==================== sgd_mem_cmd_arbiter
<file path="src/rtl/sgd_cmd_pkg.sv">
// Shared types and constants for the SGD memory-read command arbiter.
package sgd_cmd_pkg;

  typedef enum logic [1:0] {
    ST_IDLE  = 2'd0,
    ST_ISSUE = 2'd1,
    ST_WAIT  = 2'd2
  } state_e;

  localparam int MAX_BURST_DEF = 4096;
  localparam int TAG_W_DEF     = 8;
  localparam int TAG_LAST_BIT  = TAG_W_DEF - 1;

  // Width of the channel field in the tag; never zero so it can always be sliced.
  function automatic int ch_field_w(input int num_ch);
    return (num_ch > 1) ? $clog2(num_ch) : 1;
  endfunction

endpackage

</file>
<file path="src/rtl/sgd_rr_arbiter.sv">
// Combinational round-robin picker: first requester at or after ptr, modulo NUM_CH.
module sgd_rr_arbiter #(
  parameter int NUM_CH = 4,
  parameter int IDX_W  = 2
) (
  input  logic [NUM_CH-1:0] req,
  input  logic [IDX_W-1:0]  ptr,
  output logic [NUM_CH-1:0] grant,
  output logic [IDX_W-1:0]  grant_idx,
  output logic              any_req
);

  logic [IDX_W-1:0] cand;

  // Walk from the farthest candidate back to ptr so the closest requester wins.
  always_comb begin
    grant_idx = '0;
    any_req   = 1'b0;
    cand      = '0;
    for (int i = NUM_CH - 1; i >= 0; i--) begin
      cand = IDX_W'((int'(ptr) + i) % NUM_CH);
      if (req[cand]) begin
        grant_idx = cand;
        any_req   = 1'b1;
      end
    end
  end

  always_comb begin
    grant = '0;
    if (any_req) grant[grant_idx] = 1'b1;
  end

endmodule

</file>
<file path="src/rtl/sgd_mem_cmd_arbiter.sv">
// N-channel read-command arbiter with MAX_BURST boundary splitting and a parallel tag stream.
// Boundary splitting is built only when SGD_CMD_SPLIT_EN is defined; otherwise one chunk per command.
module sgd_mem_cmd_arbiter
  import sgd_cmd_pkg::*;
#(
  parameter int NUM_CH    = 4,
  parameter int ADDR_W    = 64,
  parameter int LEN_W     = 32,
  parameter int MAX_BURST = MAX_BURST_DEF,
  parameter int TAG_W     = TAG_W_DEF
) (
  input  logic                     clk,
  input  logic                     rst_n,
  input  logic [NUM_CH-1:0]        s_cmd_valid,
  output logic [NUM_CH-1:0]        s_cmd_ready,
  input  logic [NUM_CH*ADDR_W-1:0] s_cmd_address,
  input  logic [NUM_CH*LEN_W-1:0]  s_cmd_length,
  output logic                     m_cmd_valid,
  input  logic                     m_cmd_ready,
  output logic [ADDR_W-1:0]        m_cmd_address,
  output logic [LEN_W-1:0]         m_cmd_length,
  output logic                     m_tag_valid,
  input  logic                     m_tag_ready,
  output logic [TAG_W-1:0]         m_tag_data,
  output logic                     busy,
  output logic [31:0]              chunk_count
);

  localparam int CH_W = ch_field_w(NUM_CH);

  state_e            state_q, state_d;
  logic [CH_W-1:0]   rr_ptr_q, rr_ptr_d;
  logic [CH_W-1:0]   ch_q, ch_d;
  logic [ADDR_W-1:0] addr_q, addr_d;
  logic [LEN_W-1:0]  rem_q, rem_d;
  logic              cmd_done_q, cmd_done_d;
  logic              tag_done_q, tag_done_d;
  logic [31:0]       chunk_count_q, chunk_count_d;

  logic [ADDR_W-1:0] req_addr [NUM_CH];
  logic [LEN_W-1:0]  req_len  [NUM_CH];

  generate
    for (genvar gi = 0; gi < NUM_CH; gi++) begin : g_unpack
      assign req_addr[gi] = s_cmd_address[gi*ADDR_W +: ADDR_W];
      assign req_len[gi]  = s_cmd_length[gi*LEN_W +: LEN_W];
    end
  endgenerate

  logic [NUM_CH-1:0] grant_oh;
  logic [CH_W-1:0]   grant_idx;
  logic              grant_any;

  sgd_rr_arbiter #(
    .NUM_CH (NUM_CH),
    .IDX_W  (CH_W)
  ) u_rr (
    .req       (s_cmd_valid),
    .ptr       (rr_ptr_q),
    .grant     (grant_oh),
    .grant_idx (grant_idx),
    .any_req   (grant_any)
  );

  logic [LEN_W-1:0] chunk_len;
  logic             chunk_last;

`ifdef SGD_CMD_SPLIT_EN
  localparam logic [ADDR_W-1:0] OFF_MASK = ADDR_W'(MAX_BURST - 1);
  logic [LEN_W-1:0] room;
  // Bytes left before the next MAX_BURST boundary; a full burst when aligned.
  assign room      = LEN_W'(MAX_BURST) - LEN_W'(addr_q & OFF_MASK);
  assign chunk_len = (rem_q < room) ? rem_q : room;
`else
  assign chunk_len = rem_q;
`endif
  assign chunk_last = (chunk_len == rem_q);

  logic [TAG_W-1:0] tag_word;
  always_comb begin
    tag_word            = '0;
    tag_word[CH_W-1:0]  = ch_q;
    tag_word[TAG_W-1]   = chunk_last;
  end

  assign busy          = (state_q != ST_IDLE);
  assign m_cmd_valid   = (state_q == ST_ISSUE) || ((state_q == ST_WAIT) && !cmd_done_q);
  assign m_tag_valid   = (state_q == ST_ISSUE) || ((state_q == ST_WAIT) && !tag_done_q);
  // Payloads are forced to zero in IDLE so stale latched values never show.
  assign m_cmd_address = busy ? addr_q : '0;
  assign m_cmd_length  = busy ? chunk_len : '0;
  assign m_tag_data    = busy ? tag_word : '0;
  assign s_cmd_ready   = (state_q == ST_IDLE) ? grant_oh : '0;
  assign chunk_count   = chunk_count_q;

  logic cmd_hs, tag_hs;
  assign cmd_hs = m_cmd_valid && m_cmd_ready;
  assign tag_hs = m_tag_valid && m_tag_ready;

  always_comb begin
    state_d       = state_q;
    rr_ptr_d      = rr_ptr_q;
    ch_d          = ch_q;
    addr_d        = addr_q;
    rem_d         = rem_q;
    cmd_done_d    = cmd_done_q;
    tag_done_d    = tag_done_q;
    chunk_count_d = chunk_count_q;
    case (state_q)
      ST_IDLE: begin
        if (grant_any) begin
          addr_d     = req_addr[grant_idx];
          rem_d      = req_len[grant_idx];
          ch_d       = grant_idx;
          rr_ptr_d   = (grant_idx == CH_W'(NUM_CH - 1)) ? '0 : grant_idx + CH_W'(1);
          cmd_done_d = 1'b0;
          tag_done_d = 1'b0;
          if (req_len[grant_idx] != '0) state_d = ST_ISSUE;
        end
      end
      default: begin
        if ((cmd_done_q || cmd_hs) && (tag_done_q || tag_hs)) begin
          addr_d        = addr_q + ADDR_W'(chunk_len);
          rem_d         = rem_q - chunk_len;
          chunk_count_d = chunk_count_q + 32'd1;
          cmd_done_d    = 1'b0;
          tag_done_d    = 1'b0;
          state_d       = chunk_last ? ST_IDLE : ST_ISSUE;
        end else if (cmd_hs || tag_hs) begin
          cmd_done_d = cmd_done_q || cmd_hs;
          tag_done_d = tag_done_q || tag_hs;
          state_d    = ST_WAIT;
        end
      end
    endcase
  end

  always_ff @(posedge clk or negedge rst_n) begin
    if (!rst_n) begin
      state_q       <= ST_IDLE;
      rr_ptr_q      <= '0;
      ch_q          <= '0;
      addr_q        <= '0;
      rem_q         <= '0;
      cmd_done_q    <= 1'b0;
      tag_done_q    <= 1'b0;
      chunk_count_q <= '0;
    end else begin
      state_q       <= state_d;
      rr_ptr_q      <= rr_ptr_d;
      ch_q          <= ch_d;
      addr_q        <= addr_d;
      rem_q         <= rem_d;
      cmd_done_q    <= cmd_done_d;
      tag_done_q    <= tag_done_d;
      chunk_count_q <= chunk_count_d;
    end
  end

endmodule
</file>
<file path="config.mk">
export PLATFORM = sky130hd
export DESIGN_NAME = sgd_mem_cmd_arbiter
export DESIGN_NICKNAME = d
export VERILOG_FILES = /design/src/rtl/sgd_cmd_pkg.sv /design/src/rtl/sgd_rr_arbiter.sv /design/src/rtl/sgd_mem_cmd_arbiter.sv
export SDC_FILE = /design/constraint.sdc
export NUM_CORES = 1
export LEC_CHECK = 0
export ABC_AREA = 1
export CAP_MARGIN = 20
export CORE_AREA = 2 2 207 209
export DETAILED_ROUTE_END_ITERATION = 16
export DIE_AREA = 0 0 209 211
export PLACE_DENSITY = 0.6
export SYNTH_ARGS = -nofsm -noshare
export SYNTH_HDL_FRONTEND = slang
export SYNTH_SLANG_ARGS = --single-unit
</file>
<file path="constraint.sdc">
create_clock -name clk -period 4.9 [get_ports clk]
set_input_delay 1.47 -clock clk [delete_from_list [all_inputs] [get_ports clk]]
set_output_delay 1.47 -clock clk [all_outputs]
set_load 0.03 [all_outputs]
</file>
==================== seg_scan_mux_flat
--- src/rtl/seg_scan_mux_if.sv ---
// Frame handshake bundle between an upstream display formatter and the scan engine.
//   frame_data  : NUM_DIGITS packed segment bytes, digit i = [8*i +: 8], {dp,g,f,e,d,c,b,a}, 1 = lit
//   frame_valid : producer offers frame_data
//   frame_ready : consumer can take a frame this cycle
// master = formatter side, slave = scan engine side.
interface seg_scan_mux_if #(
  parameter int unsigned NUM_DIGITS = 8
);
  logic [8*NUM_DIGITS-1:0] frame_data;
  logic                    frame_valid;
  logic                    frame_ready;

  modport master (output frame_data, output frame_valid, input frame_ready);
  modport slave  (input frame_data, input frame_valid, output frame_ready);
endinterface

--- src/rtl/seg_scan_mux.sv ---
// Multiplexed seven-segment scan engine.
// Takes whole segment frames over a valid/ready handshake into a shadow buffer and
// swaps them into the displayed buffer only at frame boundaries, so digits never tear.
// Each digit slot starts with a blanking window (anti-ghost); digits may be masked or
// blinked individually. Optional macro SEG_DIMMING_EN adds a 4-bit PWM brightness input.
// Ports:
//   clk, rst     : clock, synchronous active-high reset
//   frame        : seg_scan_mux_if slave (frame_data / frame_valid / frame_ready)
//   digit_en     : per-digit enable, 0 = forced dark
//   blink_mask   : per-digit blink, dark while the blink counter MSB is 0
//   brightness   : (SEG_DIMMING_EN only) 0 = dimmest, 15 = full
//   seg_out      : segment drive, polarity per SEG_ACTIVE_LOW
//   seg_an       : digit select, polarity per AN_ACTIVE_LOW
//   frame_sync   : one-cycle pulse after a frame boundary that committed a new frame
module seg_scan_mux #(
  parameter int unsigned NUM_DIGITS     = 8,
  parameter int unsigned SCAN_DIV       = 65536,
  parameter int unsigned GHOST_CYC      = 16,
  parameter int unsigned BLINK_DIV_LOG2 = 25,
  parameter int unsigned SEG_ACTIVE_LOW = 1,
  parameter int unsigned AN_ACTIVE_LOW  = 1
) (
  input  logic                  clk,
  input  logic                  rst,
  seg_scan_mux_if.slave         frame,
  input  logic [NUM_DIGITS-1:0] digit_en,
  input  logic [NUM_DIGITS-1:0] blink_mask,
`ifdef SEG_DIMMING_EN
  input  logic [3:0]            brightness,
`endif
  output logic [7:0]            seg_out,
  output logic [NUM_DIGITS-1:0] seg_an,
  output logic                  frame_sync
);

  localparam int unsigned SLOT_W = $clog2(SCAN_DIV);
  localparam int unsigned IDX_W  = $clog2(NUM_DIGITS);
  localparam int unsigned BLK_W  = BLINK_DIV_LOG2;

  localparam logic [7:0]            SEG_OFF = (SEG_ACTIVE_LOW != 0) ? 8'hFF : 8'h00;
  localparam logic [NUM_DIGITS-1:0] AN_OFF  = (AN_ACTIVE_LOW != 0) ? '1 : '0;

  logic [SLOT_W-1:0]               slot_cnt;
  logic [IDX_W-1:0]                scan_idx;
  logic [BLK_W-1:0]                blink_cnt;
  logic                            pending;
  logic [NUM_DIGITS-1:0][7:0]      shadow;
  logic [NUM_DIGITS-1:0][7:0]      active;
`ifdef SEG_DIMMING_EN
  logic [3:0]                      pwm_cnt;
`endif

  logic                  slot_last_c;
  logic                  boundary_c;
  logic                  lit_c;
  logic [NUM_DIGITS-1:0] sel_c;

  // Slot/frame boundary decode and lit decision for the digit currently scanned.
  always_comb begin
    slot_last_c = (slot_cnt == SLOT_W'(SCAN_DIV - 1));
    boundary_c  = slot_last_c && (scan_idx == IDX_W'(NUM_DIGITS - 1));
    lit_c       = (slot_cnt >= SLOT_W'(GHOST_CYC)) && digit_en[scan_idx] &&
                  !(blink_mask[scan_idx] && !blink_cnt[BLK_W-1]);
`ifdef SEG_DIMMING_EN
    lit_c       = lit_c && (pwm_cnt <= brightness);
`endif
    sel_c       = NUM_DIGITS'(1) << scan_idx;
  end

  // Scan counters, double buffer and registered pin drive.
  always_ff @(posedge clk) begin
    if (rst) begin
      slot_cnt   <= '0;
      scan_idx   <= '0;
      blink_cnt  <= '0;
      pending    <= 1'b0;
      shadow     <= '0;
      active     <= '0;
      seg_out    <= SEG_OFF;
      seg_an     <= AN_OFF;
      frame_sync <= 1'b0;
`ifdef SEG_DIMMING_EN
      pwm_cnt    <= '0;
`endif
    end else begin
      blink_cnt <= blink_cnt + BLK_W'(1);
`ifdef SEG_DIMMING_EN
      pwm_cnt   <= pwm_cnt + 4'd1;
`endif
      if (slot_last_c) begin
        slot_cnt <= '0;
        scan_idx <= (scan_idx == IDX_W'(NUM_DIGITS - 1)) ? '0 : scan_idx + IDX_W'(1);
      end else begin
        slot_cnt <= slot_cnt + SLOT_W'(1);
      end

      frame_sync <= boundary_c && pending;
      if (boundary_c && pending) begin
        active  <= shadow;
        pending <= 1'b0;
      end
      // Accept only when nothing is pending; a boundary-cycle accept waits a full frame.
      if (frame.frame_valid && !pending) begin
        shadow  <= frame.frame_data;
        pending <= 1'b1;
      end

      // Anode and segments switch together from the same lit decision.
      seg_an  <= lit_c ? (sel_c ^ AN_OFF) : AN_OFF;
      seg_out <= lit_c ? (active[scan_idx] ^ SEG_OFF) : SEG_OFF;
    end
  end

  assign frame.frame_ready = !pending;

endmodule

--- src/flat_wrapper.sv ---
// flat-port wrapper written by rule: the top's interface ports become plain ports
module seg_scan_mux_flat 
#(
  parameter int unsigned NUM_DIGITS     = 8,
  parameter int unsigned SCAN_DIV       = 65536,
  parameter int unsigned GHOST_CYC      = 16,
  parameter int unsigned BLINK_DIV_LOG2 = 25,
  parameter int unsigned SEG_ACTIVE_LOW = 1,
  parameter int unsigned AN_ACTIVE_LOW  = 1
)
  (clk, rst, digit_en, blink_mask, seg_out, seg_an, frame_sync, frame_frame_data, frame_frame_valid, frame_frame_ready);
  seg_scan_mux_if #(.NUM_DIGITS(NUM_DIGITS)) frame_i ();
  input  logic clk;
  input  logic rst;
  input  logic [NUM_DIGITS-1:0] digit_en;
  input  logic [NUM_DIGITS-1:0] blink_mask;
  output logic [7:0] seg_out;
  output logic [NUM_DIGITS-1:0] seg_an;
  output logic frame_sync;
  input wire logic [$bits(frame_i.frame_data)-1:0] frame_frame_data;
  input wire logic [$bits(frame_i.frame_valid)-1:0] frame_frame_valid;
  output wire logic [$bits(frame_i.frame_ready)-1:0] frame_frame_ready;
  assign frame_i.frame_data = frame_frame_data;
  assign frame_i.frame_valid = frame_frame_valid;
  assign frame_frame_ready = frame_i.frame_ready;
  seg_scan_mux #(.NUM_DIGITS(NUM_DIGITS), .SCAN_DIV(SCAN_DIV), .GHOST_CYC(GHOST_CYC), .BLINK_DIV_LOG2(BLINK_DIV_LOG2), .SEG_ACTIVE_LOW(SEG_ACTIVE_LOW), .AN_ACTIVE_LOW(AN_ACTIVE_LOW)) u_core (.clk(clk), .rst(rst), .frame(frame_i), .digit_en(digit_en), .blink_mask(blink_mask), .seg_out(seg_out), .seg_an(seg_an), .frame_sync(frame_sync));
endmodule
--- config.mk ---
export PLATFORM = sky130hd
export DESIGN_NAME = seg_scan_mux_flat
export DESIGN_NICKNAME = d
export VERILOG_FILES = /design/src/rtl/seg_scan_mux_if.sv /design/src/rtl/seg_scan_mux.sv /design/src/flat_wrapper.sv
export SDC_FILE = /design/constraint.sdc
export NUM_CORES = 1
export LEC_CHECK = 0
export CORE_AREA = 5 5 139 141
export CTS_CLUSTER_SIZE = 24
export DETAILED_ROUTE_END_ITERATION = 16
export DIE_AREA = 0 0 144 146
export GPL_TIMING_DRIVEN = 0
export PLACE_DENSITY = 0.66
export SETUP_SLACK_MARGIN = 0.4
export SLEW_MARGIN = 0
export SYNTH_ARGS = -nofsm -noshare
export SYNTH_HDL_FRONTEND = slang
export SYNTH_SLANG_ARGS = --single-unit
--- constraint.sdc ---
create_clock -name clk -period 2.86 [get_ports clk]
set_input_delay 0.429 -clock clk [delete_from_list [all_inputs] [get_ports clk]]
set_output_delay 0.429 -clock clk [all_outputs]
set_load 0.005 [all_outputs]
==================== axi_wr_slave_ctrl
## src/rtl/axi_pkg.sv

```systemverilog
// Shared types and constants for the AXI3 write-path slave.
package axi_pkg;

  localparam int AXI_ID_W = 8;

  typedef enum logic [1:0] {
    FIXED = 2'b00,
    INCR  = 2'b01,
    WRAP  = 2'b10,
    RSVD  = 2'b11
  } burst_t;

  localparam logic [1:0] RESP_OKAY   = 2'b00;
  localparam logic [1:0] RESP_SLVERR = 2'b10;

  typedef logic [1:0] state_t;

  localparam state_t IDLE = 2'd0;
  localparam state_t DATA = 2'd1;
  localparam state_t RESP = 2'd2;

endpackage

```

## src/rtl/axi_wr_addr_gen.sv

```systemverilog
// Next beat address for FIXED/INCR/WRAP bursts and burst-level legality.
module axi_wr_addr_gen
  import axi_pkg::*;
#(
  parameter int ADDR_W = 32
) (
  input  logic [ADDR_W-1:0] addr,
  input  logic [3:0]        size,
  input  logic [3:0]        len,
  input  burst_t            burst,
  output logic [ADDR_W-1:0] next_addr,
  output logic              burst_ok
);

  logic [ADDR_W-1:0] sz;
  logic [ADDR_W-1:0] wb;
  logic              wrap_len_ok;
  logic              wrap_ok;

  always_comb begin
    sz = ADDR_W'(1) << size;
    wb = (ADDR_W'(len) + ADDR_W'(1)) << size;
    next_addr = addr;
    unique case (1'b1)
      burst == INCR:
        next_addr = (addr & ~(sz - ADDR_W'(1))) + sz;
      burst == WRAP:
        next_addr = (addr & ~(wb - ADDR_W'(1)))
                  | ((addr + sz) & (wb - ADDR_W'(1)));
      default:
        next_addr = addr;
    endcase
    wrap_len_ok = (len == 4'd1) || (len == 4'd3)
               || (len == 4'd7) || (len == 4'd15);
    // Wrap alignment survives every wrap step, so checking the live address is enough
    wrap_ok = wrap_len_ok && ((addr & (sz - ADDR_W'(1))) == '0);
    burst_ok = (size <= 4'd2) && (burst != RSVD)
            && ((burst != WRAP) || wrap_ok);
  end

endmodule

```

## src/rtl/axi_wr_slave_ctrl.sv

```systemverilog
// AXI3 write slave: one burst at a time, one SRAM word write per accepted beat.
module axi_wr_slave_ctrl
  import axi_pkg::*;
#(
  parameter int ID_W      = AXI_ID_W,
  parameter int ADDR_W    = 32,
  parameter int MEM_DEPTH = 1024,
  localparam int MEM_AW   = $clog2(MEM_DEPTH)
) (
  input  logic              aclk,
  input  logic              aresetn,
  input  logic [ID_W-1:0]   awid,
  input  logic [ADDR_W-1:0] awaddr,
  input  logic [3:0]        awlen,
  input  logic [3:0]        awsize,
  input  logic [1:0]        awburst,
  input  logic [1:0]        awlock,
  input  logic [3:0]        awcache,
  input  logic [3:0]        awprot,
  input  logic              awvalid,
  output logic              awready,
  input  logic [ID_W-1:0]   wid,
  input  logic [31:0]       wdata,
  input  logic [3:0]        wstrb,
  input  logic              wlast,
  input  logic              wvalid,
  output logic              wready,
  output logic [ID_W-1:0]   bid,
  output logic [1:0]        bresp,
  output logic              bvalid,
  input  logic              bready,
  output logic              mem_we,
  output logic [MEM_AW-1:0] mem_addr,
  output logic [31:0]       mem_wdata,
  output logic [3:0]        mem_wstrb
);

  localparam logic [ADDR_W-3:0] DEPTH = (ADDR_W-2)'(MEM_DEPTH);

  state_t            state;
  logic [ID_W-1:0]   id_q;
  logic [ADDR_W-1:0] addr_q;
  logic [3:0]        len_q;
  logic [3:0]        size_q;
  burst_t            burst_q;
  logic              err_q;
  logic [3:0]        cnt_q;

  logic [ADDR_W-1:0] next_addr;
  logic              burst_ok;
  logic              last;
  logic              beat_ok;
  logic              unused_ok;

  assign unused_ok = ^{awlock, awcache, awprot};

  axi_wr_addr_gen #(.ADDR_W(ADDR_W)) u_addr_gen (
    .addr      (addr_q),
    .size      (size_q),
    .len       (len_q),
    .burst     (burst_q),
    .next_addr (next_addr),
    .burst_ok  (burst_ok)
  );

  always_comb begin
    last    = (cnt_q == len_q);
    beat_ok = burst_ok && (wid == id_q) && (wlast == last)
           && (addr_q[ADDR_W-1:2] < DEPTH);
  end

  always_ff @(posedge aclk) begin
    if (!aresetn) begin
      state     <= IDLE;
      awready   <= 1'b0;
      wready    <= 1'b0;
      bvalid    <= 1'b0;
      bid       <= '0;
      bresp     <= RESP_OKAY;
      mem_we    <= 1'b0;
      mem_addr  <= '0;
      mem_wdata <= '0;
      mem_wstrb <= '0;
      id_q      <= '0;
      addr_q    <= '0;
      len_q     <= '0;
      size_q    <= '0;
      burst_q   <= FIXED;
      err_q     <= 1'b0;
      cnt_q     <= '0;
    end else begin
      mem_we <= 1'b0;
      unique case (state)
        IDLE: begin
          awready <= 1'b1;
          if (awvalid && awready) begin
            id_q    <= awid;
            addr_q  <= awaddr;
            len_q   <= awlen;
            size_q  <= awsize;
            burst_q <= burst_t'(awburst);
            err_q   <= 1'b0;
            cnt_q   <= '0;
            awready <= 1'b0;
            wready  <= 1'b1;
            state   <= DATA;
          end
        end
        DATA: begin
          if (wvalid && wready) begin
            mem_we <= beat_ok;
            if (beat_ok) begin
              mem_addr  <= addr_q[MEM_AW+1:2];
              mem_wdata <= wdata;
              mem_wstrb <= wstrb;
            end
            err_q  <= err_q | ~beat_ok;
            cnt_q  <= cnt_q + 4'd1;
            addr_q <= next_addr;
            // Burst length comes from awlen alone; wlast only feeds the error check
            if (last) begin
              wready <= 1'b0;
              bvalid <= 1'b1;
              bid    <= id_q;
              bresp  <= (err_q || !beat_ok) ? RESP_SLVERR : RESP_OKAY;
              state  <= RESP;
            end
          end
        end
        RESP: begin
          if (bvalid && bready) begin
            bvalid  <= 1'b0;
            awready <= 1'b1;
            state   <= IDLE;
          end
        end
        default: state <= IDLE;
      endcase
    end
  end

endmodule

```

## config.mk

```make
export PLATFORM = sky130hd
export DESIGN_NAME = axi_wr_slave_ctrl
export DESIGN_NICKNAME = d
export VERILOG_FILES = /design/src/rtl/axi_pkg.sv /design/src/rtl/axi_wr_addr_gen.sv /design/src/rtl/axi_wr_slave_ctrl.sv
export SDC_FILE = /design/constraint.sdc
export NUM_CORES = 1
export LEC_CHECK = 0
export CORE_AREA = 3 3 146 148
export DETAILED_ROUTE_END_ITERATION = 8
export DIE_AREA = 0 0 149 151
export MAX_ROUTING_LAYER = met4
export PLACE_DENSITY = 0.85
export SLEW_MARGIN = 20
export SYNTH_ARGS = -nofsm -noshare
export SYNTH_HDL_FRONTEND = slang
export SYNTH_HIERARCHICAL = 1
export SYNTH_SLANG_ARGS = --single-unit
```

## constraint.sdc

```tcl
create_clock -name aclk -period 5.3 [get_ports aclk]
set_clock_uncertainty 0.1 [all_clocks]
set_input_delay 1.06 -clock aclk [delete_from_list [all_inputs] [get_ports aclk]]
set_output_delay 1.06 -clock aclk [all_outputs]
set_load 0.02 [all_outputs]
```

==================== sseg_scan_ctrl
<file path="src/rtl/sseg_pkg.sv">
// Shared seven-segment definitions: segment bit positions and the active-high hex glyph table.
package sseg_pkg;

    localparam int SEG_A  = 0;
    localparam int SEG_B  = 1;
    localparam int SEG_C  = 2;
    localparam int SEG_D  = 3;
    localparam int SEG_E  = 4;
    localparam int SEG_F  = 5;
    localparam int SEG_G  = 6;
    localparam int SEG_DP = 7;

    // Logical (active-high) "nothing lit"; pin polarity is applied by the driver.
    localparam logic [7:0] SEG_ALL_OFF = 8'h00;

    // Returns {g,f,e,d,c,b,a}, active high.
    function automatic logic [6:0] hex_glyph(input logic [3:0] hex);
        logic [6:0] g;
        case (hex)
            4'h0: g = 7'h3F;
            4'h1: g = 7'h06;
            4'h2: g = 7'h5B;
            4'h3: g = 7'h4F;
            4'h4: g = 7'h66;
            4'h5: g = 7'h6D;
            4'h6: g = 7'h7D;
            4'h7: g = 7'h07;
            4'h8: g = 7'h7F;
            4'h9: g = 7'h6F;
            4'hA: g = 7'h77;
            4'hB: g = 7'h7C;
            4'hC: g = 7'h39;
            4'hD: g = 7'h5E;
            4'hE: g = 7'h79;
            default: g = 7'h71;
        endcase
        return g;
    endfunction

endpackage

</file>
<file path="src/rtl/sseg_hex_decode.sv">
// Hex nibble + decimal point to active-high {dp,g,f,e,d,c,b,a}.
// Purely combinational, no latency; no flow control.
// No backpressure: output follows the inputs.
module sseg_hex_decode
    import sseg_pkg::*;
(
    input  logic [3:0] hex,
    input  logic       dp,
    output logic [7:0] seg
);

    always_comb begin
        seg               = SEG_ALL_OFF;
        seg[SEG_G:SEG_A]  = hex_glyph(hex);
        seg[SEG_DP]       = dp;
    end

endmodule

</file>
<file path="src/rtl/sseg_scan_ctrl.sv">
// Multiplexed N-digit seven-segment scanner with frame-synchronous double-buffered load, blanking, LZ suppression and PWM.
// Latency: an/sseg registered one clock after the prescaler/index state selecting them; new data shown after the next frame boundary.
// Backpressure: load_ready low while the pending buffer is full; freed at the frame boundary. Define SSEG_BLINK_EN for per-digit blink.
module sseg_scan_ctrl
    import sseg_pkg::*;
#(
    parameter int NUM_DIGITS     = 4,
    parameter int CLK_DIV_W      = 16,
    parameter int BRIGHT_W       = 3,
    parameter int AN_ACTIVE_LOW  = 1,
    parameter int SEG_ACTIVE_LOW = 1,
    parameter int BLINK_W        = 6
) (
    input  logic                    clk,
    input  logic                    reset,
    input  logic                    load_valid,
    output logic                    load_ready,
    input  logic [4*NUM_DIGITS-1:0] load_hex,
    input  logic [NUM_DIGITS-1:0]   load_dp,
    input  logic [NUM_DIGITS-1:0]   load_blank,
`ifdef SSEG_BLINK_EN
    input  logic [NUM_DIGITS-1:0]   load_blink,
`endif
    input  logic                    lz_suppress,
    input  logic [BRIGHT_W-1:0]     brightness,
    output logic [NUM_DIGITS-1:0]   an,
    output logic [7:0]              sseg,
    output logic                    frame_start
);

    localparam int IDX_W = (NUM_DIGITS > 1) ? $clog2(NUM_DIGITS) : 1;
    localparam logic [IDX_W-1:0]      IDX_LAST = IDX_W'(NUM_DIGITS - 1);
    localparam logic [NUM_DIGITS-1:0] AN_POL   = {NUM_DIGITS{AN_ACTIVE_LOW != 0}};
    localparam logic [7:0]            SEG_POL  = {8{SEG_ACTIVE_LOW != 0}};

    logic [CLK_DIV_W-1:0]    presc;
    logic [IDX_W-1:0]        idx;
    logic [4*NUM_DIGITS-1:0] pend_hex, act_hex;
    logic [NUM_DIGITS-1:0]   pend_dp, act_dp;
    logic [NUM_DIGITS-1:0]   pend_blank, act_blank;
    logic [NUM_DIGITS-1:0]   lz_mask, lz_mask_nxt;
    logic                    pend_full;
    logic [BRIGHT_W-1:0]     bright_q, bright_eff;

    logic                    slot_start, slot_end, frame_end, xfer;
    logic                    lz_scan, digit_on, pwm_on, blink_phase;
    logic [3:0]              digit_hex;
    logic [NUM_DIGITS-1:0]   an_sel, an_nxt, act_blink;
    logic [7:0]              seg_lit;

    assign load_ready = !pend_full;
    assign xfer       = load_valid && load_ready;
    assign slot_start = (presc == '0);
    assign slot_end   = (presc == '1);
    assign frame_end  = slot_end && (idx == IDX_LAST);

    // Mask is built from the pending frame so it is ready on the copy edge.
    always_comb begin
        lz_mask_nxt = '0;
        lz_scan     = lz_suppress;
        for (int i = NUM_DIGITS - 1; i >= 1; i--) begin
            if (lz_scan) begin
                if (pend_hex[4*i +: 4] != 4'h0 || pend_dp[i])
                    lz_scan = 1'b0;
                else if (!pend_blank[i])
                    lz_mask_nxt[i] = 1'b1;
            end
        end
    end

    // bright_q only updates on the slot's first edge, so that cycle uses the live input.
    assign bright_eff = slot_start ? brightness : bright_q;
    assign pwm_on     = (presc[CLK_DIV_W-1 -: BRIGHT_W] <= bright_eff);
    assign digit_hex  = act_hex[{idx, 2'b00} +: 4];
    assign digit_on   = !act_blank[idx] && !lz_mask[idx] && !(act_blink[idx] && blink_phase);

    always_comb begin
        an_sel = '0;
        for (int i = 0; i < NUM_DIGITS; i++)
            an_sel[i] = (idx == IDX_W'(i));
        an_nxt = (digit_on && pwm_on) ? an_sel : '0;
    end

    sseg_hex_decode u_dec (
        .hex (digit_hex),
        .dp  (act_dp[idx]),
        .seg (seg_lit)
    );

    always_ff @(posedge clk) begin
        if (reset) begin
            presc       <= '0;
            idx         <= '0;
            pend_hex    <= '0;
            pend_dp     <= '0;
            pend_blank  <= '0;
            pend_full   <= 1'b0;
            act_hex     <= '0;
            act_dp      <= '0;
            act_blank   <= '1;
            lz_mask     <= '0;
            bright_q    <= '0;
            an          <= AN_POL;
            sseg        <= SEG_ALL_OFF ^ SEG_POL;
            frame_start <= 1'b0;
        end else begin
            presc <= presc + 1'b1;
            if (slot_end)
                idx <= (idx == IDX_LAST) ? '0 : idx + 1'b1;
            if (slot_start)
                bright_q <= brightness;
            if (frame_end && pend_full) begin
                act_hex   <= pend_hex;
                act_dp    <= pend_dp;
                act_blank <= pend_blank;
                lz_mask   <= lz_mask_nxt;
                pend_full <= 1'b0;
            end
            // Never coincides with the copy above: xfer requires pend_full == 0.
            if (xfer) begin
                pend_hex   <= load_hex;
                pend_dp    <= load_dp;
                pend_blank <= load_blank;
                pend_full  <= 1'b1;
            end
            an          <= an_nxt ^ AN_POL;
            sseg        <= seg_lit ^ SEG_POL;
            frame_start <= slot_start && (idx == '0);
        end
    end

`ifdef SSEG_BLINK_EN
    logic [NUM_DIGITS-1:0] pend_blink, act_blink_q;
    logic [BLINK_W-1:0]    frame_cnt;

    always_ff @(posedge clk) begin
        if (reset) begin
            pend_blink  <= '0;
            act_blink_q <= '0;
            frame_cnt   <= '0;
        end else begin
            if (frame_end)
                frame_cnt <= frame_cnt + 1'b1;
            if (frame_end && pend_full)
                act_blink_q <= pend_blink;
            if (xfer)
                pend_blink <= load_blink;
        end
    end

    assign act_blink   = act_blink_q;
    assign blink_phase = frame_cnt[BLINK_W-1];
`else
    // Blink compiled out; BLINK_W only sizes the counter when it exists.
    assign act_blink   = '0;
    assign blink_phase = (BLINK_W == 0);
`endif

endmodule

</file>
<file path="config.mk">
export PLATFORM = sky130hd
export DESIGN_NAME = sseg_scan_ctrl
export DESIGN_NICKNAME = d
export VERILOG_FILES = /design/src/rtl/sseg_pkg.sv /design/src/rtl/sseg_hex_decode.sv /design/src/rtl/sseg_scan_ctrl.sv
export SDC_FILE = /design/constraint.sdc
export NUM_CORES = 1
export LEC_CHECK = 0
export CAP_MARGIN = 20
export CORE_MARGIN = 2
export CORE_UTILIZATION = 51
export DETAILED_ROUTE_END_ITERATION = 6
export PLACE_DENSITY = 0.72
export SKIP_LAST_GASP = 1
export SLEW_MARGIN = 20
export SYNTH_ARGS = -nofsm -noshare
export SYNTH_HDL_FRONTEND = slang
export SYNTH_SLANG_ARGS = --single-unit
</file>
<file path="constraint.sdc">
create_clock -name clk -period 2.9 [get_ports clk]
set_clock_uncertainty 0.1 [all_clocks]
set_input_delay 0.29 -clock clk [delete_from_list [all_inputs] [get_ports clk]]
set_output_delay 0.29 -clock clk [all_outputs]
set_load 0.02 [all_outputs]
</file>

==> notes/layouts.md <==
Pictures saved along the way, in no particular order.

Clock network drawn from the DEF.
(a)
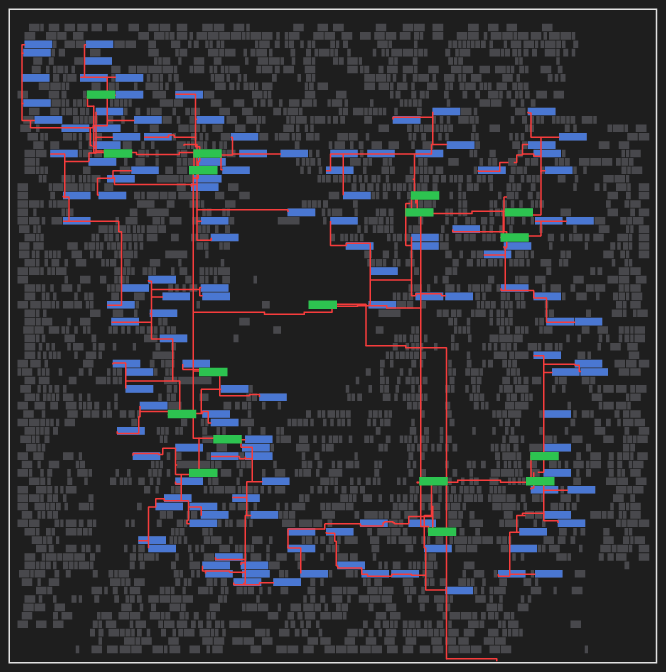
(b)
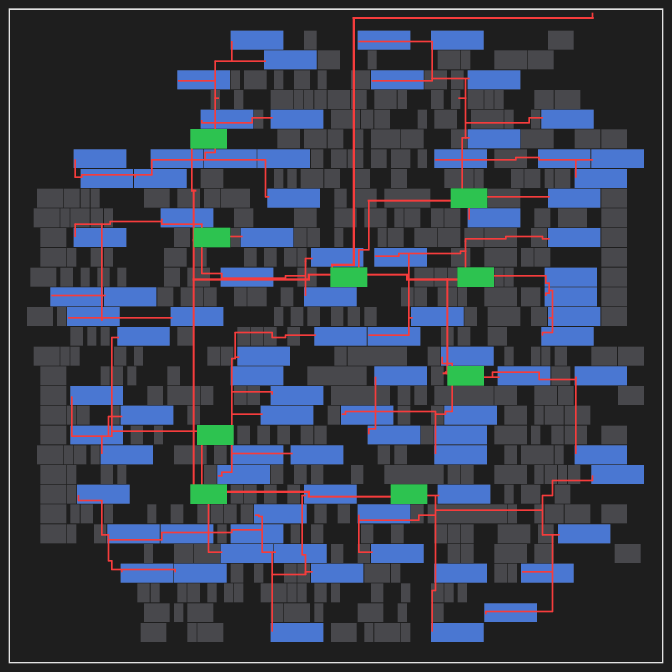
(c)
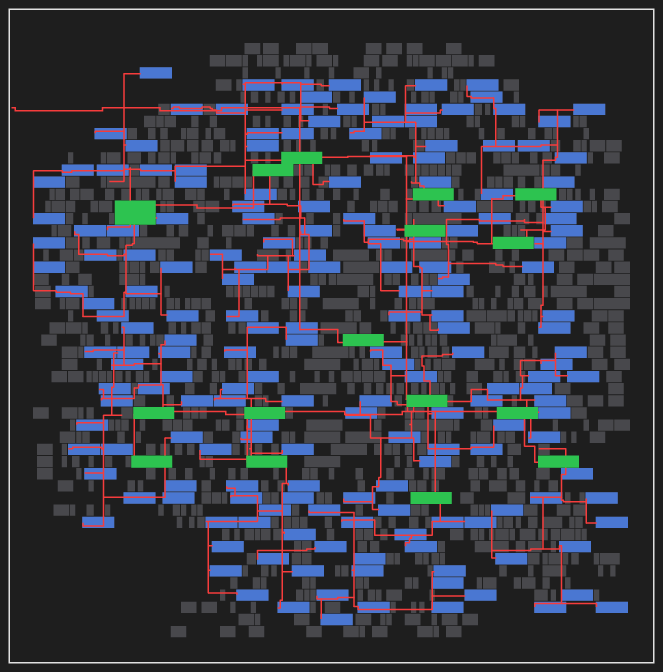
(d)
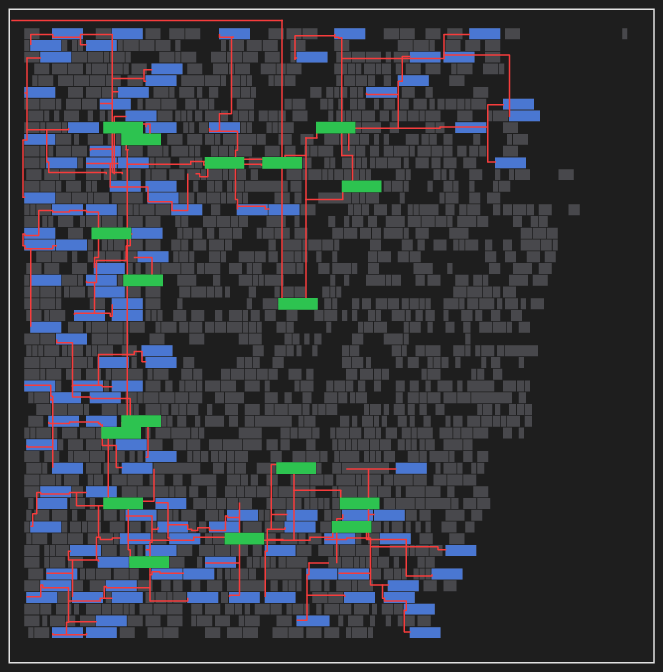
seg_scan_mux_flat -> (c)
sseg_scan_ctrl -> (b)
sgd_mem_cmd_arbiter -> (a)
axi_wr_slave_ctrl -> (d)
- most sequential cells: (c)
- fewest sequential cells: (b)

seg_scan_mux_flat, signal wires on met4:
Bar = 50 um.
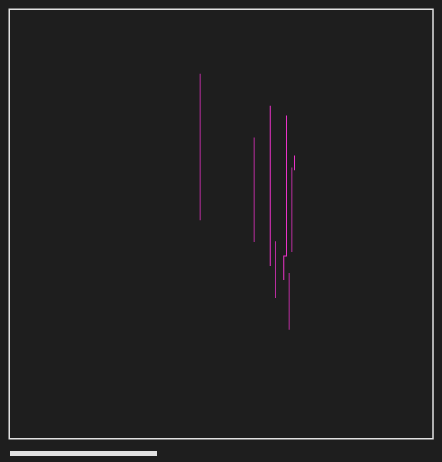
main direction: vertical
nets with wire on the layer: 6
longest straight run: 54.4 um

==> impl_metrics.py, seg_scan_mux_flat <==
# Physical implementation metrics
metrics = {
    "setup_path": {
        "crit_path_max_fanout": 10,
        "start_kind": "flip-flop",
        "crit_buf_inv": 3,
        "critPathSlowestCell": "or4_4",
    },
    "route": {
        "via_per_inst": 5.454,
    },
    "logic_synthesis": {
        "mux_area_share_pct": 5.726,
        "yosys.area.top_type": "dfxtp_1",
        "ys_sh_xor_pct": 2.449,
        "ys_top_cells_by_count": "dfxtp_1, nand2_1, a21oi_1",
        "logic_family": "simple AND/OR/NAND/NOR gates",
    },
    "clock_tree": {
        "cts_max_path_buffers": 2,
    },
    "power_and_ir_drop": {
        "pg_clk_mw": 2.47,
    },
    "place": {
        "place_hpwl_um": 15100,
        "dp_slack_ps": 161.8,
    },
    "cells_and_area": {
        "mostFrequentLayoutCell": "dfxtp_1",
    },
    "final_timing": {
        "rsz0062_at_grt": "no",
    },
    "outcome": {
        "status": "finished, final reports clean",
    },
}
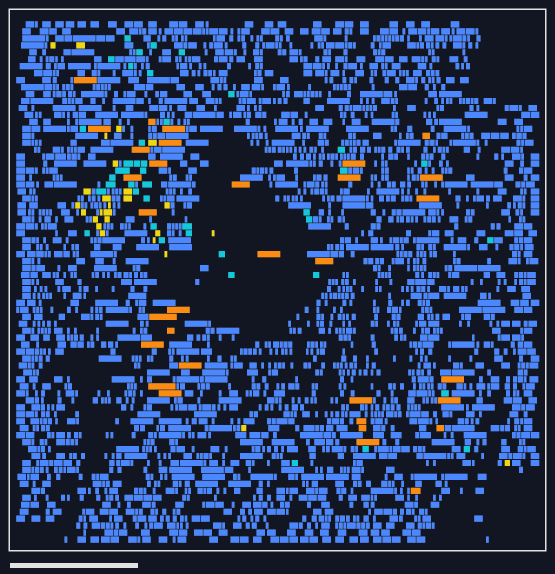
sgd_mem_cmd_arbiter: cell sizes after repair
Bar = 50 um.
| size | color | cells |
|---|---|---|
| x6 and larger | orange | 32 |
| x1 and smaller | blue | 2530 |
| x2 | yellow | 26 |
| x3 and x4 | cyan | 41 |

==> impl_metrics.py, sgd_mem_cmd_arbiter <==
# Physical implementation metrics
metrics = {
    "power_and_ir_drop": {
        "intPower_mw": 6.713,
        "clkPwrFrac_pct": 8.1,
        "pg_clk_mw": 1.34,
        "seq-power_mw": 2.09,
        "p_seq_share_pct": 12.6,
    },
    "route": {
        "route.met2.wl_um": 29150,
        "drc": 0,
        "num_vias": 16190,
        "topRoutingLayerUsed": "met4",
        "via_per_inst": 5.109,
    },
    "outcome": {
        "status": "finished, final reports clean",
    },
    "final_timing": {
        "slew_headroom_pct": 45.00,
        "holdWs_ps": 476.2,
        "setup_viol_count_final": 0,
        "setup-tns-final_ps": 0,
        "skew_ps": 10.39,
    },
    "logic_synthesis": {
        "ys_top_cells_by_count": "nand2_1, nor2_1, inv_1",
        "yosys-stat-area_um2": 13090,
        "edf_count": 0,
        "async_flop_share_pct": 100.0,
        "ys_sh_aoi_pct": 17.91,
        "synth.area.top_cells": "dfrtp_1, nand2_1, nor2_1",
        "ys_sh_simple_pct": 36.92,
        "ys_seq_share_pct": 25.99,
        "logic_family": "simple AND/OR/NAND/NOR gates",
    },
    "setup_path": {
        "worst_r2r_endpoint": "addr_q[38]",
        "crit_buf_inv": 5,
        "required_ps": 3430,
        "crit_type": "in -> out",
        "cp-end-kind": "output port",
    },
    "clock_tree": {
        "cts_setup_buffers": 0,
        "worstSkewPairLatency_ps": 450,
        "cts_sinks": 136,
        "root_buffer": "clkbuf_16",
        "cts_made_buffers": 17,
    },
    "cells_and_area": {
        "drive_gt1_share_pct": 3.766,
        "top_register": "addr_q",
        "buffer_area_share_pct": 28.79,
        "design_area_um2": 19310,
        "largest_reg_flops": 64,
        "syn2layout_area_growth_pct": 47.48,
        "finish.net_count": 3046,
        "clk_share_pct": 3.071,
        "logic_gate_count": 1670,
        "final_cells": 3169,
        "sh_seq_area_pct": 17.62,
        "n_all_buffers": 557,
    },
    "floorplanning": {
        "die_y_um": 211,
        "core_um2": 41760,
        "dieWidth_um": 209,
    },
    "global_routing": {
        "grt_pass1_wl_um": 92430,
        "grt_pass1_vias": 15620,
        "grt_use_met1_pct": 35.95,
        "grt_use_met2_pct": 45.68,
    },
    "place": {
        "io_buffer_count": 529,
        "dp_slack_ps": 160.5,
    },
    "job": {
        "cap_violations": 0,
    },
}
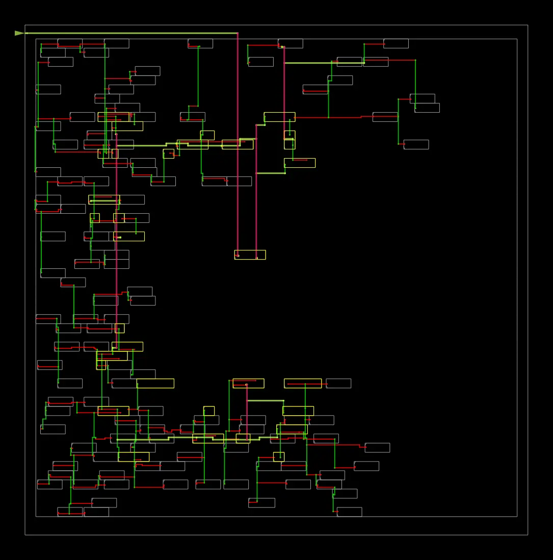
axi_wr_slave_ctrl: clock nets
Clock net power: 1.18 mW
FFs & Latches: 116

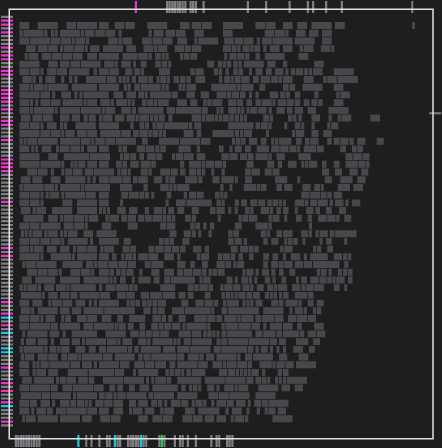
axi_wr_slave_ctrl: pin map
Pins as bars across the die edge, other pins in gray.
| port | color | pins | direction | edge |
|---|---|---|---|---|
| wready | green | 1 | output | bottom |
| mem_wdata | magenta | 32 | output | 31 left, 1 top |
| awid | cyan | 8 | input | 5 left, 3 bottom |
all pins by edge: 107 left, 41 bottom, 21 top, 1 right

==> impl_metrics.py, axi_wr_slave_ctrl <==
# Physical implementation metrics
metrics = {
    "final_timing": {
        "setup-tns-final_ps": 0,
        "rsz0062_at_grt": "no",
        "slew_headroom_pct": 33.16,
        "maxSlewViolCount": 0,
        "post-route-min-period_ps": 4876,
        "worst_slew_pin_slew_ps": 1001,
    },
    "setup_path": {
        "crit_family": "simple AND/OR/NAND/NOR gates",
        "required_ps": 5560,
        "worstSetupPathDepth": 23,
        "crit_path_max_fanout": 11,
        "crit_type": "reg -> reg",
        "crit_start": "size_q[1]",
        "setup.worst_path.end": "addr_q[17]",
        "crit_buf_inv": 1,
        "reg2regPathDepth": 23,
        "r2r-start": "size_q[1]",
        "cp-end-kind": "flip-flop",
    },
    "logic_synthesis": {
        "flop_cell": "dfxtp_1",
        "synth_top_cell_by_count": "nand2_1",
        "synthAdderAreaFrac_pct": 4.853,
        "synth.distinct_cells": 99,
        "avgSynthCellArea_um2": 7.718,
        "syn_nets": 1422,
        "netlist_area_um2": 9848,
        "ys_sh_aoi_pct": 23.61,
        "ys_sh_xor_pct": 5.590,
    },
    "route": {
        "dr_wl_met3_um": 3545,
        "route.met2.wl_um": 14790,
        "via_per_inst": 6.087,
        "drt-met1-wl_um": 13360,
        "topRoutingLayerUsed": "met4",
    },
    "worst_hold_path": {
        "hp-start": "mem_wdata[8]",
    },
    "power_and_ir_drop": {
        "clkPwrFrac_pct": 41.2,
        "power_density_nw_per_um2": 236.4,
        "seq-power_mw": 0.988,
        "p_switching_mw": 0.9584,
    },
    "place": {
        "io_buffer_count": 158,
        "dp_slack_ps": 516.7,
    },
    "cells_and_area": {
        "mostFrequentLayoutCell": "nand2_1",
        "clk_share_pct": 4.919,
        "n_antenna_cell": 0,
    },
    "global_routing": {
        "grt_pass1_wl_um": 51530,
        "grt_overflow": 0,
        "track_usage_pct": 29.51,
        "grt_pass1_vias": 9822,
        "grt_busiest_layer": "met2",
    },
    "floorplanning": {
        "num_io_pins": 170,
        "core_um2": 20170,
        "fp_util_pct": 48.83,
    },
    "outcome": {
        "status": "finished, final reports clean",
    },
    "clock_tree": {
        "postCtsHoldBufs": 0,
    },
}
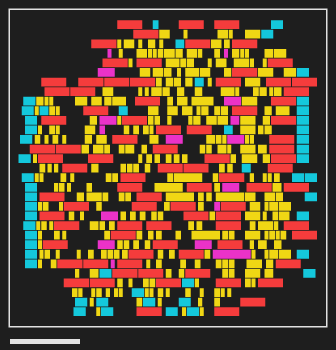
sseg_scan_ctrl: cells colored by class
Bar = 20 um.
| class | color | cells |
|---|---|---|
| remaining buffers and delay cells | cyan | 50 |
| clock drivers and dummy loads | magenta | 16 |
| registers | red | 86 |
| remaining logic cells | yellow | 308 |

==> impl_metrics.py, sseg_scan_ctrl <==
# Physical implementation metrics
metrics = {
    "power_and_ir_drop": {
        "seq-power_mw": 1.23,
        "comb_power_share_pct": 8.1,
        "pg_clk_mw": 0.797,
    },
    "route": {
        "drt-met1-wl_um": 3700,
        "dr_wl_met3_um": 353,
        "post_drt_wl_per_cell_um": 13.88,
        "drt-total-wl_um": 7761,
        "drt_iter0_drc": 206,
        "drc": 0,
        "topRoutingLayerUsed": "met4",
        "route.met2.wl_um": 3616,
    },
    "logic_synthesis": {
        "synth_top_cell_by_count": "dfxtp_1",
        "netlist_area_um2": 3759,
        "mux_area_share_pct": 4.660,
        "edf_count": 0,
        "ys_sh_aoi_pct": 14.21,
        "ys_seq_elements": 86,
        "logic_family": "simple AND/OR/NAND/NOR gates",
        "yosys-stat-area_um2": 3759,
        "yosys.area.top_type": "dfxtp_1",
    },
    "outcome": {
        "status": "finished, final reports clean",
    },
    "cells_and_area": {
        "final_cells": 559,
        "combGateArea_um2": 1823,
        "comb_share_pct": 41.65,
        "clk_share_pct": 4.174,
        "logic_gate_count": 296,
        "utilization_pct": 60.99,
        "syn2layout_area_growth_pct": 16.44,
        "n_all_buffers": 50,
        "flop_area_um2": 1722,
        "n_all_inverters": 12,
        "nFillCells": 644,
        "clock_buffers": 12,
        "drive_gt1_share_pct": 7.174,
    },
    "clock_tree": {
        "postCtsHoldBufs": 0,
        "cts_setup_buffers": 0,
        "cts_made_buffers": 9,
    },
    "global_routing": {
        "track_usage_pct": 19.75,
        "grt_pass1_vias": 2942,
        "grt_use_met1_pct": 26.19,
        "grt_max_degree": 67,
    },
    "place": {
        "dpl_cell_area_um2": 4194,
        "dp_slack_ps": 242.5,
    },
    "job": {
        "openroad.warnings": 34,
    },
    "floorplanning": {
        "rows": 31,
        "chipArea_um2": 8072,
        "dieWidth_um": 89.85,
    },
    "setup_path": {
        "setup.worst_path.end": "an[1]",
        "crit_type": "reg -> reg",
        "worstSetupPathDepth": 10,
        "crit_buf_inv": 1,
        "cp.arrival_ps": 2830,
    },
    "final_timing": {
        "hold_violations": 0,
        "slew_headroom_pct": 50.48,
    },
    "worst_hold_path": {
        "hold_path_end": "presc[10]",
    },
}


==> layout pictures side by side <==
Clock nets.
panel A
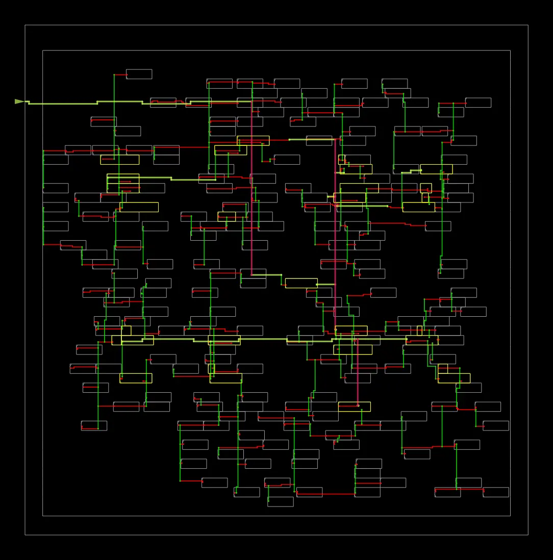
panel B
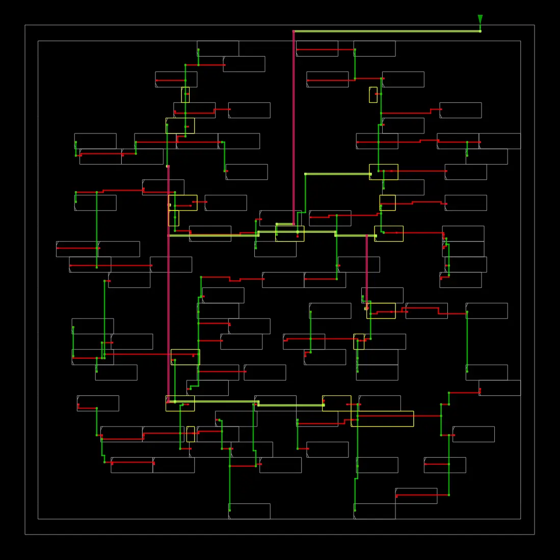
panel C
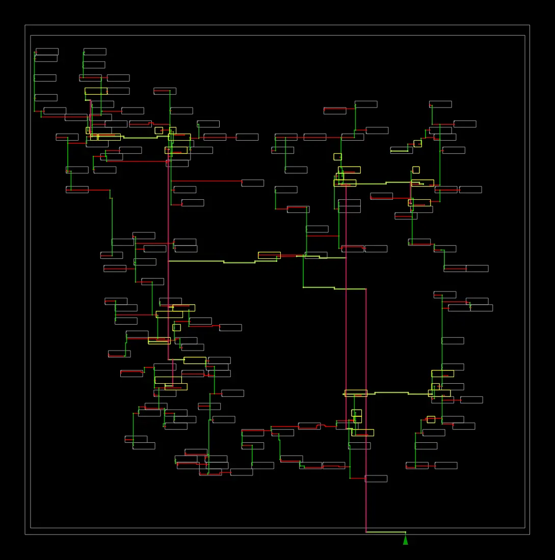
sgd_mem_cmd_arbiter -> panel C
sseg_scan_ctrl -> panel B
seg_scan_mux_flat -> panel A
The one with the fewest clock buffers is panel B.


==> screenshots <==
Pin map.
Pins as bars across the die edge, other pins in gray.
picture 1
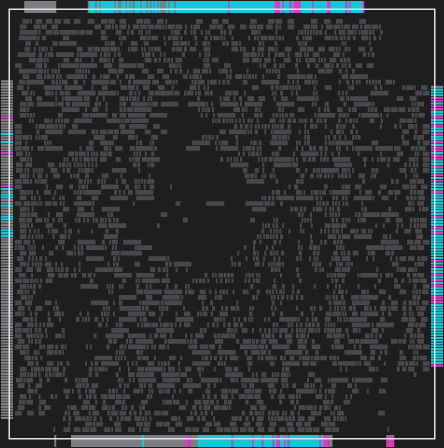
picture 2
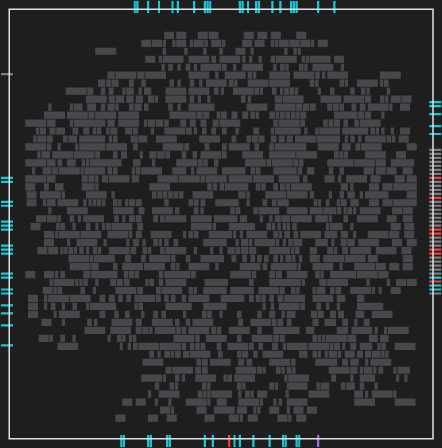
picture 3
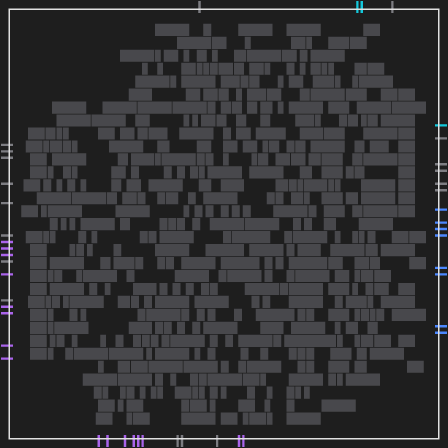
sseg_scan_ctrl -> picture 3
sgd_mem_cmd_arbiter -> picture 1
seg_scan_mux_flat -> picture 2
The one with the most pins is picture 1.
The one with the fewest pins is picture 3.

Power is estimated from default activity; no workload was simulated.
